=== design 1 ===
==> design_1/clock_map.png <==
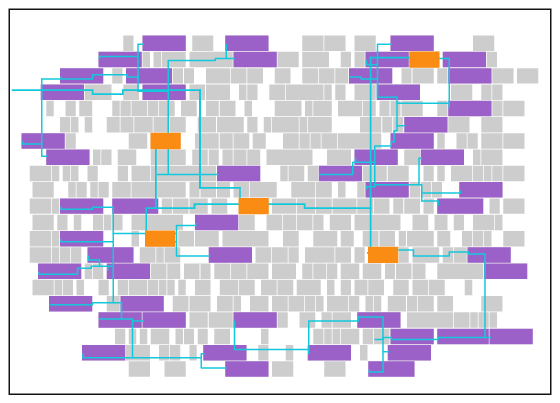

[config.mk]
export PLATFORM = sky130hd
export DESIGN_NAME = uart_tx_serializer
export DESIGN_NICKNAME = d
export VERILOG_FILES = /design/src/rtl/uart_pkg.sv /design/src/rtl/uart_baud_counter.sv /design/src/rtl/uart_tx_serializer.sv
export SDC_FILE = /design/constraint.sdc
export NUM_CORES = 1
export LEC_CHECK = 0
export CORE_ASPECT_RATIO = 0.7
export CORE_MARGIN = 1.5
export CORE_UTILIZATION = 49
export DETAILED_ROUTE_END_ITERATION = 8
export PLACE_DENSITY = 0.86
export SYNTH_ARGS = -nofsm -noshare
export SYNTH_HDL_FRONTEND = slang
export SYNTH_SLANG_ARGS = --single-unit
[constraint.sdc]
create_clock -name clk_i -period 2.1 [get_ports clk_i]
set_input_delay 0.525 -clock clk_i [delete_from_list [all_inputs] [get_ports clk_i]]
set_output_delay 0.525 -clock clk_i [all_outputs]
set_load 0.02 [all_outputs]
[src/rtl/uart_pkg.sv]
// Shared UART definitions: FSM state encoding and serial line levels.
package uart_pkg;

  localparam int unsigned STATE_W = 3;

  typedef enum logic [STATE_W-1:0] {
    ST_IDLE   = 3'd0,
    ST_START  = 3'd1,
    ST_DATA   = 3'd2,
    ST_PARITY = 3'd3,
    ST_STOP   = 3'd4
  } uart_state_e;

  localparam logic LINE_IDLE  = 1'b1;
  localparam logic LINE_START = 1'b0;

endpackage

[src/rtl/uart_baud_counter.sv]
// Bit-period down-counter; tick marks the last cycle of a period. Shared by the TX and RX paths.
module uart_baud_counter
  import uart_pkg::*;
#(
  parameter int unsigned DIV_WIDTH = 16
) (
  input  logic                 clk_i,
  input  logic                 rstn_i,
  input  logic                 load,
  input  logic [DIV_WIDTH-1:0] div,
  output logic                 tick
);

  localparam logic [DIV_WIDTH-1:0] CNT_ZERO = {DIV_WIDTH{1'b0}};
  localparam logic [DIV_WIDTH-1:0] CNT_ONE  = {{(DIV_WIDTH-1){1'b0}}, 1'b1};

  logic [DIV_WIDTH-1:0] cnt_r;

  // Reload on request, otherwise count toward zero and rest there.
  always_ff @(posedge clk_i) begin
    if (!rstn_i) begin
      cnt_r <= CNT_ZERO;
    end else if (load) begin
      cnt_r <= div;
    end else if (cnt_r != CNT_ZERO) begin
      cnt_r <= cnt_r - CNT_ONE;
    end else begin
      cnt_r <= cnt_r;
    end
  end

  assign tick = (cnt_r == CNT_ZERO);

endmodule

[src/rtl/uart_tx_serializer.sv]
// UART transmit engine: pulls characters from the TX FIFO and serialises start/data/parity/stop.
// Optional parity bit is compiled in with the UART_TX_PARITY_EN macro.
module uart_tx_serializer
  import uart_pkg::*;
#(
  parameter int unsigned DATA_SIZE = 8,
  parameter int unsigned DIV_WIDTH = 16
) (
  input  logic                 clk_i,
  input  logic                 rstn_i,
  input  logic                 en_i,
  input  logic [DIV_WIDTH-1:0] baud_div_i,
  input  logic                 two_stop_i,
  input  logic                 parity_odd_i,
  input  logic                 fifo_load_i,
  input  logic [DATA_SIZE-1:0] fifo_data_i,
  output logic                 fifo_pull_o,
  output logic                 tx_o,
  output logic                 busy_o,
  output logic                 done_o
);

  localparam int unsigned BCW = $clog2(DATA_SIZE) + 1;
  localparam logic [BCW-1:0] BIT_ZERO = {BCW{1'b0}};
  localparam logic [BCW-1:0] BIT_ONE  = {{(BCW-1){1'b0}}, 1'b1};
  localparam logic [BCW-1:0] BIT_LAST = BCW'(DATA_SIZE - 1);

  uart_state_e          state_r, state_n;
  logic [DATA_SIZE-1:0] shift_r, shift_n;
  logic [BCW-1:0]       bit_cnt_r, bit_cnt_n;
  logic                 stop_cnt_r, stop_cnt_n;
  logic [DIV_WIDTH-1:0] baud_div_r, div_n;
  logic                 two_stop_r, two_stop_n;
  logic                 tx_r, tx_n;
  logic                 busy_r, busy_n;
  logic                 capture_s;
  logic                 load_s;
  logic                 done_s;
  logic                 tick_s;
  logic                 start_ok_s;
  logic                 next_line_s;

`ifdef UART_TX_PARITY_EN
  logic parity_odd_r, odd_n;
  logic par_r, par_n;

  function automatic logic parity_of(input logic [DATA_SIZE-1:0] d);
    return ^d;
  endfunction
`else
  logic unused_parity_s;
  assign unused_parity_s = parity_odd_i;
`endif

  assign start_ok_s = en_i & fifo_load_i;

  uart_baud_counter #(
    .DIV_WIDTH (DIV_WIDTH)
  ) u_baud (
    .clk_i  (clk_i),
    .rstn_i (rstn_i),
    .load   (load_s),
    .div    (div_n),
    .tick   (tick_s)
  );

  // Next-state, frame capture and period-reload decisions.
  always_comb begin
    state_n    = state_r;
    shift_n    = shift_r;
    bit_cnt_n  = bit_cnt_r;
    stop_cnt_n = stop_cnt_r;
    capture_s  = 1'b0;
    load_s     = 1'b0;
    done_s     = 1'b0;
    case (state_r)
      ST_IDLE: begin
        if (start_ok_s) begin
          capture_s = 1'b1;
          state_n   = ST_START;
        end else begin
          state_n = ST_IDLE;
        end
      end
      ST_START: begin
        if (tick_s) begin
          state_n   = ST_DATA;
          bit_cnt_n = BIT_ZERO;
          load_s    = 1'b1;
        end else begin
          state_n = ST_START;
        end
      end
      ST_DATA: begin
        if (tick_s) begin
          load_s  = 1'b1;
          shift_n = {1'b0, shift_r[DATA_SIZE-1:1]};
          if (bit_cnt_r == BIT_LAST) begin
`ifdef UART_TX_PARITY_EN
            state_n = ST_PARITY;
`else
            state_n = ST_STOP;
`endif
            stop_cnt_n = 1'b0;
          end else begin
            bit_cnt_n = bit_cnt_r + BIT_ONE;
          end
        end else begin
          state_n = ST_DATA;
        end
      end
`ifdef UART_TX_PARITY_EN
      ST_PARITY: begin
        if (tick_s) begin
          state_n    = ST_STOP;
          stop_cnt_n = 1'b0;
          load_s     = 1'b1;
        end else begin
          state_n = ST_PARITY;
        end
      end
`endif
      ST_STOP: begin
        if (tick_s) begin
          if (two_stop_r && !stop_cnt_r) begin
            stop_cnt_n = 1'b1;
            load_s     = 1'b1;
          end else begin
            done_s = 1'b1;
            // Back-to-back: next start bit follows the final stop cycle directly.
            if (start_ok_s) begin
              capture_s = 1'b1;
              state_n   = ST_START;
            end else begin
              state_n = ST_IDLE;
            end
          end
        end else begin
          state_n = ST_STOP;
        end
      end
      default: begin
        state_n = ST_IDLE;
      end
    endcase

    shift_n    = capture_s ? fifo_data_i : shift_n;
    div_n      = capture_s ? baud_div_i : baud_div_r;
    two_stop_n = capture_s ? two_stop_i : two_stop_r;
    stop_cnt_n = capture_s ? 1'b0 : stop_cnt_n;
    load_s     = load_s | capture_s;
`ifdef UART_TX_PARITY_EN
    odd_n = capture_s ? parity_odd_i : parity_odd_r;
    par_n = capture_s ? parity_of(fifo_data_i) : par_r;
`endif
    busy_n = (state_n != ST_IDLE);
  end

  // Line level for the upcoming cycle, so tx_o comes straight from a flop.
  always_comb begin
    next_line_s = LINE_IDLE;
    case (state_n)
      ST_IDLE:   next_line_s = LINE_IDLE;
      ST_START:  next_line_s = LINE_START;
      ST_DATA:   next_line_s = shift_n[0];
`ifdef UART_TX_PARITY_EN
      ST_PARITY: next_line_s = par_n ^ odd_n;
`endif
      ST_STOP:   next_line_s = LINE_IDLE;
      default:   next_line_s = LINE_IDLE;
    endcase
    tx_n = next_line_s;
  end

  // Frame state and registered outputs.
  always_ff @(posedge clk_i) begin
    if (!rstn_i) begin
      state_r    <= ST_IDLE;
      shift_r    <= {DATA_SIZE{1'b0}};
      bit_cnt_r  <= BIT_ZERO;
      stop_cnt_r <= 1'b0;
      baud_div_r <= {DIV_WIDTH{1'b0}};
      two_stop_r <= 1'b0;
      tx_r       <= LINE_IDLE;
      busy_r     <= 1'b0;
    end else begin
      state_r    <= state_n;
      shift_r    <= shift_n;
      bit_cnt_r  <= bit_cnt_n;
      stop_cnt_r <= stop_cnt_n;
      baud_div_r <= div_n;
      two_stop_r <= two_stop_n;
      tx_r       <= tx_n;
      busy_r     <= busy_n;
    end
  end

`ifdef UART_TX_PARITY_EN
  // Parity configuration and data parity for the current frame.
  always_ff @(posedge clk_i) begin
    if (!rstn_i) begin
      parity_odd_r <= 1'b0;
      par_r        <= 1'b0;
    end else begin
      parity_odd_r <= odd_n;
      par_r        <= par_n;
    end
  end
`endif

  // Pull and capture share a cycle; both strobes are held off during reset.
  assign fifo_pull_o = capture_s & rstn_i;
  assign done_o      = done_s & rstn_i;
  assign tx_o        = tx_r;
  assign busy_o      = busy_r;

endmodule

=== design 2 ===
<file path="config.mk">
export PLATFORM = sky130hd
export DESIGN_NAME = fft_butterfly_scheduler
export DESIGN_NICKNAME = d
export VERILOG_FILES = /design/src/rtl/fft_butterfly_scheduler.sv
export SDC_FILE = /design/constraint.sdc
export NUM_CORES = 1
export LEC_CHECK = 0
export ABC_AREA = 0
export CORE_UTILIZATION = 40
export DETAILED_ROUTE_END_ITERATION = 8
export PLACE_DENSITY_LB_ADDON = 0.15
export SLEW_MARGIN = 5
export SYNTH_ARGS = -nofsm -noshare
export SYNTH_HDL_FRONTEND = slang
export SYNTH_SLANG_ARGS = --single-unit
export TNS_END_PERCENT = 5
</file>
<file path="constraint.sdc">
create_clock -name clock -period 1.9 [get_ports clock]
set_input_delay 0.38 -clock clock [delete_from_list [all_inputs] [get_ports clock]]
set_output_delay 0.38 -clock clock [all_outputs]
set_load 0.02 [all_outputs]
</file>
<file path="src/rtl/fft_butterfly_scheduler.sv">
// ---------------------------------------------------------------------------
// fft_butterfly_scheduler
//
// Address and control sequencer for an in-place radix-2 DIT FFT running over
// a single sample RAM with a one-cycle synchronous read. Each pass walks
// log2(N) stages. Each stage issues N/2 butterflies, then spends one DRAIN
// cycle. The DRAIN cycle lets the last write of a stage land before the
// next stage reads. The input data is expected to be in bit-reversed order
// already.
//
// Ports
//   clock          system clock, rising edge
//   reset          asynchronous, active-high reset
//   start          begin one FFT pass (only honoured in IDLE)
//   enable         issue permit; low stalls butterfly issue
//   busy           high whenever the sequencer is not IDLE
//   done           one-cycle pulse at end of pass
//   rd_en          read strobe for the butterfly operands
//   rd_addr_even   even (top) operand address
//   rd_addr_odd    odd (bottom) operand address
//   twiddle_idx    twiddle ROM index for the butterfly being issued
//   wr_en          write strobe for butterfly results (rd_en delayed 1)
//   wr_addr_even   sum destination (rd_addr_even delayed 1)
//   wr_addr_odd    diff destination (rd_addr_odd delayed 1)
//   stage_idx      current stage, 0..log2(N)-1
// ---------------------------------------------------------------------------
module fft_butterfly_scheduler #(
    parameter  int FFT_POINTS  = 8,
    localparam int ADDR_WIDTH  = $clog2(FFT_POINTS),
    localparam int TW_WIDTH    = ADDR_WIDTH - 1,
    localparam int STAGE_WIDTH = $clog2(ADDR_WIDTH) + 1
) (
    input  logic                   clock,
    input  logic                   reset,
    input  logic                   start,
    input  logic                   enable,
    output logic                   busy,
    output logic                   done,
    output logic                   rd_en,
    output logic [ADDR_WIDTH-1:0]  rd_addr_even,
    output logic [ADDR_WIDTH-1:0]  rd_addr_odd,
    output logic [TW_WIDTH-1:0]    twiddle_idx,
    output logic                   wr_en,
    output logic [ADDR_WIDTH-1:0]  wr_addr_even,
    output logic [ADDR_WIDTH-1:0]  wr_addr_odd,
    output logic [STAGE_WIDTH-1:0] stage_idx
);

    typedef enum logic [1:0] {
        IDLE  = 2'd0,
        ISSUE = 2'd1,
        DRAIN = 2'd2,
        DONE  = 2'd3
    } state_t;

    localparam logic [TW_WIDTH-1:0]    LAST_J     = TW_WIDTH'(FFT_POINTS / 2 - 1);
    localparam logic [STAGE_WIDTH-1:0] LAST_STAGE = STAGE_WIDTH'(ADDR_WIDTH - 1);

    state_t                 state_reg, state_next;
    logic [TW_WIDTH-1:0]    j_reg, j_next;
    logic [STAGE_WIDTH-1:0] stage_reg, stage_next;

    logic                   wr_en_reg;
    logic [ADDR_WIDTH-1:0]  wr_addr_even_reg, wr_addr_odd_reg;

    logic [TW_WIDTH-1:0]    pos_mask;
    logic [TW_WIDTH-1:0]    pos;
    logic [ADDR_WIDTH-1:0]  j_ext;
    logic [ADDR_WIDTH-1:0]  half;
    logic [ADDR_WIDTH-1:0]  even_addr;
    logic [STAGE_WIDTH-1:0] tw_shift;
    logic                   issuing;

    // pos_mask = half-1: the low 'stage' bits of j select the position
    // inside a group, the remaining bits select the group.
    genvar gi;
    generate
        for (gi = 0; gi < TW_WIDTH; gi++) begin : g_pos_mask
            assign pos_mask[gi] = (STAGE_WIDTH'(gi) < stage_reg);
        end
    endgenerate

    assign pos   = j_reg & pos_mask;
    assign j_ext = {1'b0, j_reg};
    assign half  = ADDR_WIDTH'(1) << stage_reg;

    // group*2*half + pos: clearing the position bits of j and shifting the
    // group field up by one leaves bit 'stage' free for the odd operand.
    assign even_addr = ((j_ext & ~{1'b0, pos_mask}) << 1) | {1'b0, pos};
    assign tw_shift  = STAGE_WIDTH'(TW_WIDTH) - stage_reg;

    assign issuing = (state_reg == ISSUE);

    // Addresses are forced to zero outside ISSUE so that reset (and idle)
    // presents all-zero addresses rather than the j=0 pattern (0,1).
    assign rd_en        = issuing & enable;
    assign rd_addr_even = issuing ? even_addr : '0;
    assign rd_addr_odd  = issuing ? (even_addr | half) : '0;
    assign twiddle_idx  = issuing ? TW_WIDTH'(pos << tw_shift) : '0;

    assign busy         = (state_reg != IDLE);
    assign done         = (state_reg == DONE);
    assign stage_idx    = stage_reg;
    assign wr_en        = wr_en_reg;
    assign wr_addr_even = wr_addr_even_reg;
    assign wr_addr_odd  = wr_addr_odd_reg;

    always_comb begin
        state_next = state_reg;
        j_next     = j_reg;
        stage_next = stage_reg;
        case (state_reg)
            IDLE: begin
                if (start) begin
                    state_next = ISSUE;
                    j_next     = '0;
                    stage_next = '0;
                end
            end
            ISSUE: begin
                if (enable) begin
                    if (j_reg == LAST_J) begin
                        state_next = DRAIN;
                        j_next     = '0;
                    end else begin
                        j_next = j_reg + 1'b1;
                    end
                end
            end
            DRAIN: begin
                if (stage_reg == LAST_STAGE) begin
                    state_next = DONE;
                end else begin
                    state_next = ISSUE;
                    stage_next = stage_reg + 1'b1;
                end
            end
            DONE: begin
                state_next = IDLE;
                stage_next = '0;
            end
            default: begin
                state_next = IDLE;
                j_next     = '0;
                stage_next = '0;
            end
        endcase
    end

    always_ff @(posedge clock or posedge reset) begin
        if (reset) begin
            state_reg        <= IDLE;
            j_reg            <= '0;
            stage_reg        <= '0;
            wr_en_reg        <= 1'b0;
            wr_addr_even_reg <= '0;
            wr_addr_odd_reg  <= '0;
        end else begin
            state_reg        <= state_next;
            j_reg            <= j_next;
            stage_reg        <= stage_next;
            // Write-back trails the read by the RAM latency regardless of
            // state, so butterflies issued late in a stage still retire.
            wr_en_reg        <= rd_en;
            wr_addr_even_reg <= rd_addr_even;
            wr_addr_odd_reg  <= rd_addr_odd;
        end
    end

endmodule
</file>

## Gallery

Cell classes on the final placement.
image #1
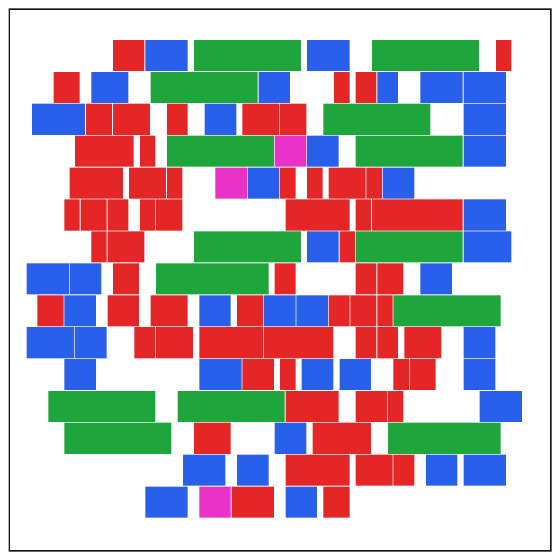
image #2
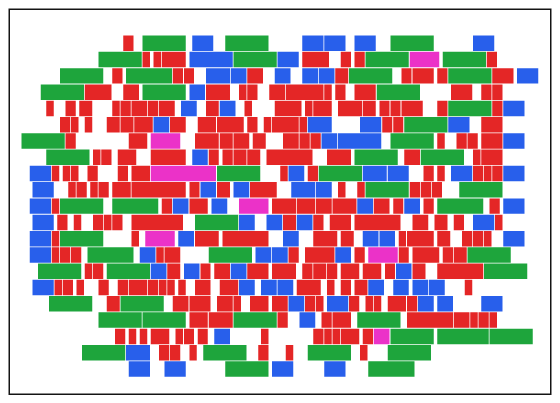
| picture | from |
|---|---|
| image #1 | design 2 |
| image #2 | design 1 |
The one with the most sequential cells is image #2.

Key to image #2:
- blue: other buffers and delay cells (cells 82; share of their area 21%)
- green: flip-flops (cells 51; share of their area 29%)
- magenta: clock drivers and dummy loads (cells 7; share of their area 3.0%)
- red: all other logic (cells 243; share of their area 47%)

==> design_2/final_clocks.png <==
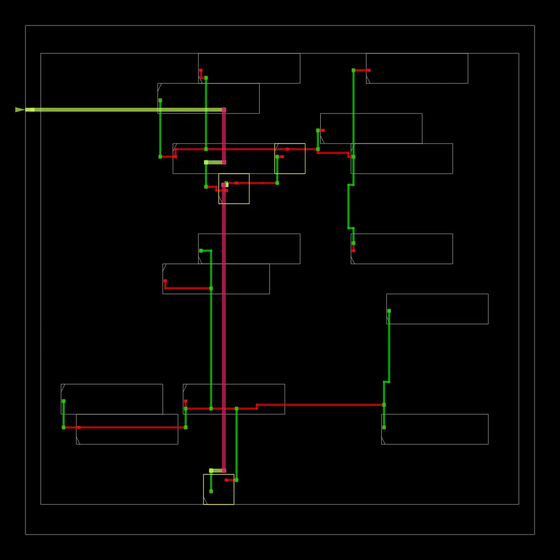
Clock Sink Count: 14
clk_buf instances: 3
number of sequential cells: 14

==> Table 3: Implementation characteristics, design 2 <==
Physical implementation characteristics

Parameter                              Value

Flow run
  Total tool warning count .................. 31

Drt
  Vias per cell .................. 5.09
  Residual DRC .................. 0
  Total number of vias .................. 733

Status
  Violations in the final reports .................. setup timing
  Result of the run .................. finished, violations left

STA
  Setup skew after layout .................. 5.86 ps
  Final Setup Violations .................. 2
  Final worst setup slack .................. -33.3 ps

Place
  Placement Cell Area .................. 1140 um^2
  Placed cell count .................. 140

Cells and area
  Synthesis-to-layout area growth .................. 54.5%
  Utilization of the core after routing .................. between 60% and 70%
  Share of the final layout cell area in multi-input gates .................. 35.2%

Worst setup path
  Data arrival time at the worst-slack endpoint .................. 1550 ps

Yosys
  Dominant kind of combinational cell .................. AND-OR/OR-AND gates
  Number of flip-flops and latches in the synthesized netlist .................. 14
  Area fraction in mux cells .................. under 10%
  XOR-XNOR Cells, Area Fraction .................. 1.13%
  Area leader share .................. a little under half

Floorplan
  Die Width .................. 46.0 um
==> design_1/drive_strength.png <==
Scale bar: 20 um.
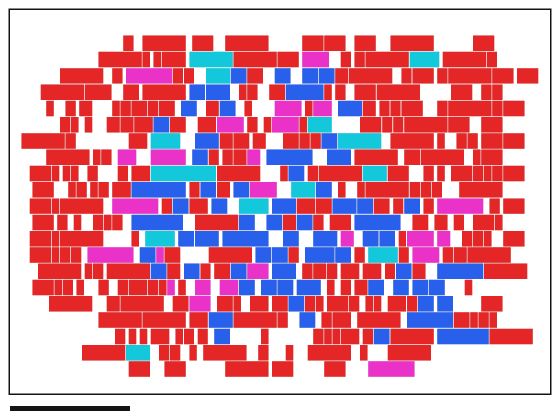
- red: drive 1 or less (cells 279)
- blue: drive 3 to 4 (cells 67)
- cyan: drive 6 and up (cells 13)
- magenta: drive 2 (cells 24)
final worst setup slack: -199 ps
synthesis-to-layout area growth: 37.6%
post-route design area: 3590 um^2

About design_1/clock_map.png:
- orange: cells driving clock nets (count 5)
- purple: flip-flops (count 51)
- cyan: clock wires (length 590 um)
- flops lie: widely spread

==> Table 3: Implementation characteristics, design 1 <==
Physical implementation characteristics

Parameter                              Value

Clock tree
  Number of setup buffers added after CTS .................. 3

Flow run
  Total tool warning count .................. 30

Cells and area
  Count of plain and timing-repair buffers .................. about 80
  Share of the final layout cell area in multi-input gates .................. 45.0%
  Number of antenna diodes .................. 0
  Most common cell after layout, fill and taps aside .................. a21oi_1

Drt
  Highest routing layer actually used .................. met4
  Total number of vias .................. between 2k and 3k
  Residual DRC .................. 0
  Post-DR wirelength/cell .................. between 15 and 20 um
  Number of antenna-violating nets in the routed design .................. 0

STA
  Setup skew after layout .................. 11.1 ps
  Post-route setup TNS .................. -374 ps
  Fmax .................. 435 MHz
  Final worst setup slack .................. -199 ps
  Final Setup Violations .................. 2

Yosys
  Synthesized netlist cell count .................. ~310
  Leading register cell type out of synthesis .................. dfxtp_1
  Post-synthesis compound-gate area fraction .................. 24.3%
  Top cells by area in the synthesized netlist .................. dfxtp_1, a21oi_1, nand2_1

Power
  Reported combinational group power .................. 2.59 mW

Worst setup path
  Kind of start point of the critical path .................. input port
  Worst Reg2Reg Path Length in Cells .................. 7
  Category of cells accounting for the largest share of critical-path delay .................. buffers and inverters

GRT
  Top Usage Layer GRT .................. met2

Status
  Violations in the final reports .................. setup timing
  Result of the run .................. finished, violations left

Place
  Dpl ws .................. -734 ps

=== design 3 ===
==> design_3/cell_classes.png <==
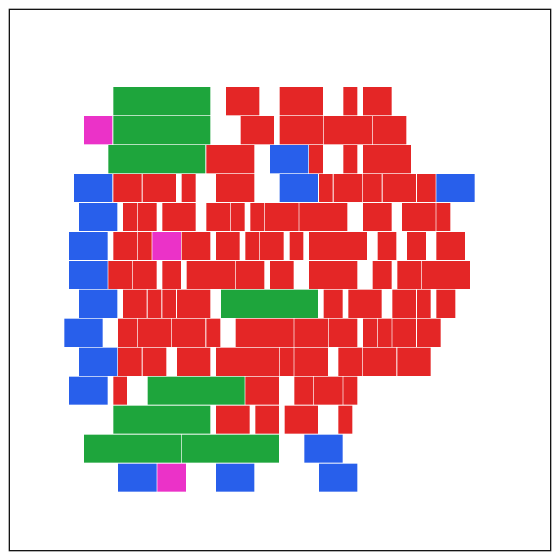
==> design_3/clock_map.png <==
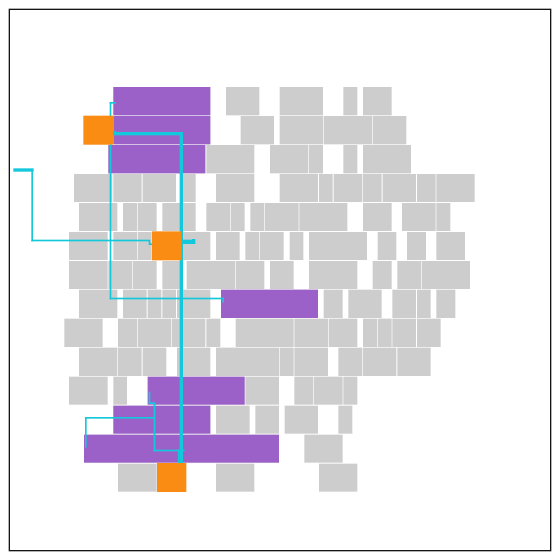
<file path="src/rtl/prog_seq_gen.sv">
// prog_seq_gen: mode-selectable WIDTH-bit sequence generator (binary up/down, Gray, ring, Johnson, LFSR)
// with synchronous load, step enable and a one-cycle wrap pulse at the end of each period.
module prog_seq_gen #(
   parameter int              WIDTH = 4,
   parameter logic [WIDTH-1:0] TAPS  = 4'b1100,
   parameter int              SEED  = 1
) (
   input  logic             clk,
   input  logic             rst,
   input  logic             en,
   input  logic [2:0]       mode,
   input  logic             load,
   input  logic [WIDTH-1:0] load_val,
   output logic [WIDTH-1:0] out,
   output logic             wrap
);
   localparam logic [2:0] M_UP   = 3'd0;
   localparam logic [2:0] M_DOWN = 3'd1;
   localparam logic [2:0] M_GRAY = 3'd2;
   localparam logic [2:0] M_RING = 3'd3;
   localparam logic [2:0] M_JOHN = 3'd4;
   localparam logic [2:0] M_LFSR = 3'd5;
   localparam logic [WIDTH-1:0] SEED_V = WIDTH'(SEED);
   logic [WIDTH-1:0] state, nxt, start_q, start_n, load_v;
   logic [2:0]       mode_q;
   function automatic logic [WIDTH-1:0] start_of(input logic [2:0] m);
      return m == M_DOWN ? '1 :
             m == M_RING ? WIDTH'(1) :
             m == M_LFSR ? SEED_V : '0;
   endfunction
   always_comb begin
      nxt = (mode_q == M_UP || mode_q == M_GRAY) ? state + WIDTH'(1) :
            mode_q == M_DOWN ? state - WIDTH'(1) :
            mode_q == M_RING ? {state[WIDTH-2:0], state[WIDTH-1]} :
            mode_q == M_JOHN ? {state[WIDTH-2:0], ~state[WIDTH-1]} :
            mode_q == M_LFSR ? {state[WIDTH-2:0], ^(state & TAPS)} : state;
      start_q = start_of(mode_q);
      start_n = start_of(mode);
      // an all-zero LFSR would lock up, so a zero load in that mode becomes the seed
      load_v = (mode == M_LFSR && load_val == '0) ? SEED_V : load_val;
   end
   always_ff @(posedge clk or negedge rst) begin
      if (!rst) begin
         state  <= '0;
         mode_q <= '0;
         wrap   <= 1'b0;
      end else if (load) begin
         state  <= load_v;
         mode_q <= mode;
         wrap   <= 1'b0;
      end else if (mode != mode_q) begin
         state  <= start_n;
         mode_q <= mode;
         wrap   <= 1'b0;
      end else if (en) begin
         state  <= nxt;
         wrap   <= mode_q <= M_LFSR && nxt == start_q;
      end else begin
         wrap   <= 1'b0;
      end
   end
   assign out = mode_q == M_GRAY ? state ^ (state >> 1) : state;
endmodule

</file>
<file path="config.mk">
export PLATFORM = sky130hd
export DESIGN_NAME = prog_seq_gen
export DESIGN_NICKNAME = d
export VERILOG_FILES = /design/src/rtl/prog_seq_gen.sv
export SDC_FILE = /design/constraint.sdc
export NUM_CORES = 1
export LEC_CHECK = 0
export CAP_MARGIN = 10
export CORE_MARGIN = 5
export CORE_UTILIZATION = 55
export CTS_CLUSTER_SIZE = 16
export DETAILED_ROUTE_END_ITERATION = 10
export HOLD_SLACK_MARGIN = 0.12
export PLACE_DENSITY = 0.83
export SETUP_SLACK_MARGIN = 0.1
export SLEW_MARGIN = 20
export SYNTH_ARGS = -nofsm -noshare
export SYNTH_HDL_FRONTEND = slang
export SYNTH_SLANG_ARGS = --single-unit
export TNS_END_PERCENT = 20
</file>
<file path="constraint.sdc">
create_clock -name clk -period 4.4 [get_ports clk]
set_input_delay 0.44 -clock clk [delete_from_list [all_inputs] [get_ports clk]]
set_output_delay 0.44 -clock clk [all_outputs]
set_load 0.02 [all_outputs]
</file>
==> Table 3: Implementation characteristics <==
Physical implementation characteristics

Parameter                              Value

Cells and area
  Biggest cell category by area in the final layout .................. multi-input combinational cells
  Largest registers .................. state (4), mode_q (3), wrap (1)
  Post-route design area .................. 1040 um^2

Place
  Number of buffers added on ports .................. 15

GRT
  Global routing usage on met2 .................. 27.5%
  Top Usage Layer GRT .................. met2
  Antenna violations before repair .................. 0

Worst setup path
  Data arrival time at the worst-slack endpoint .................. around 2200 ps
  CP Capture Type .................. output port

Yosys
  Dominant kind of combinational cell .................. AND-OR/OR-AND gates
  Avg Synthesized Cell Area .................. 8.22 um^2
  Post-synthesis compound-gate area fraction .................. 28.4%

STA
  Worst slew slack as a fraction of its limit .................. 60.0%
  Slew at the pin with the worst max-slew slack .................. 600 ps

Status
  Result of the run .................. finished, final reports clean

Drt
  Highest routing layer actually used .................. met4
  Metal1 wirelength .................. 843 um
About design_3/cell_classes.png:
- blue: other buffers and delay cells (cells 15; share of their area 15%)
- green: flip-flops (cells 8; share of their area 20%)
- magenta: cells driving clock nets (cells 3; share of their area 2.2%)
- red: all other logic (cells 91; share of their area 63%)

About design_3/clock_map.png:
- orange: cells driving clock nets (count 3)
- purple: flip-flops (count 8)
- cyan: clock wires (length 117 um)
- routed clock nets: 4



## Gallery

Register map, names as in the netlist.
Plate I
Scale bar: 20 um. Other sequential cells in the stronger grey, the rest of the logic in the fainter grey.
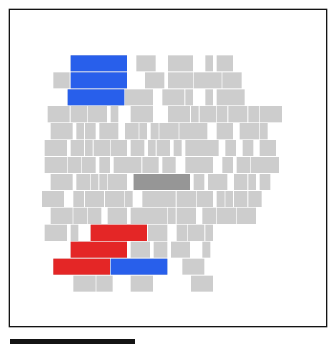
Plate II
Scale bar: 20 um. Other sequential cells in the stronger grey, the rest of the logic in the fainter grey.
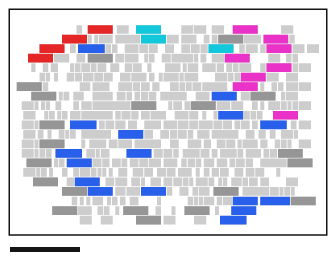
Plate III
Scale bar: 10 um. Other sequential cells in the stronger grey, the rest of the logic in the fainter grey.
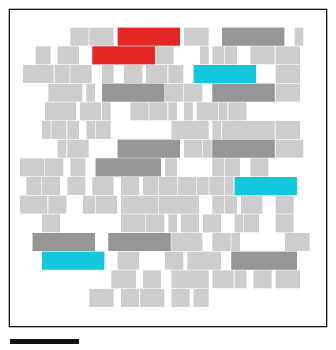
- Plate III = design 2
- Plate II = design 1
- Plate I = design 3
- smallest die: Plate III
- fewest sequential cells: Plate I

Power figures rest on the tool's default switching activity, not on a simulated workload.
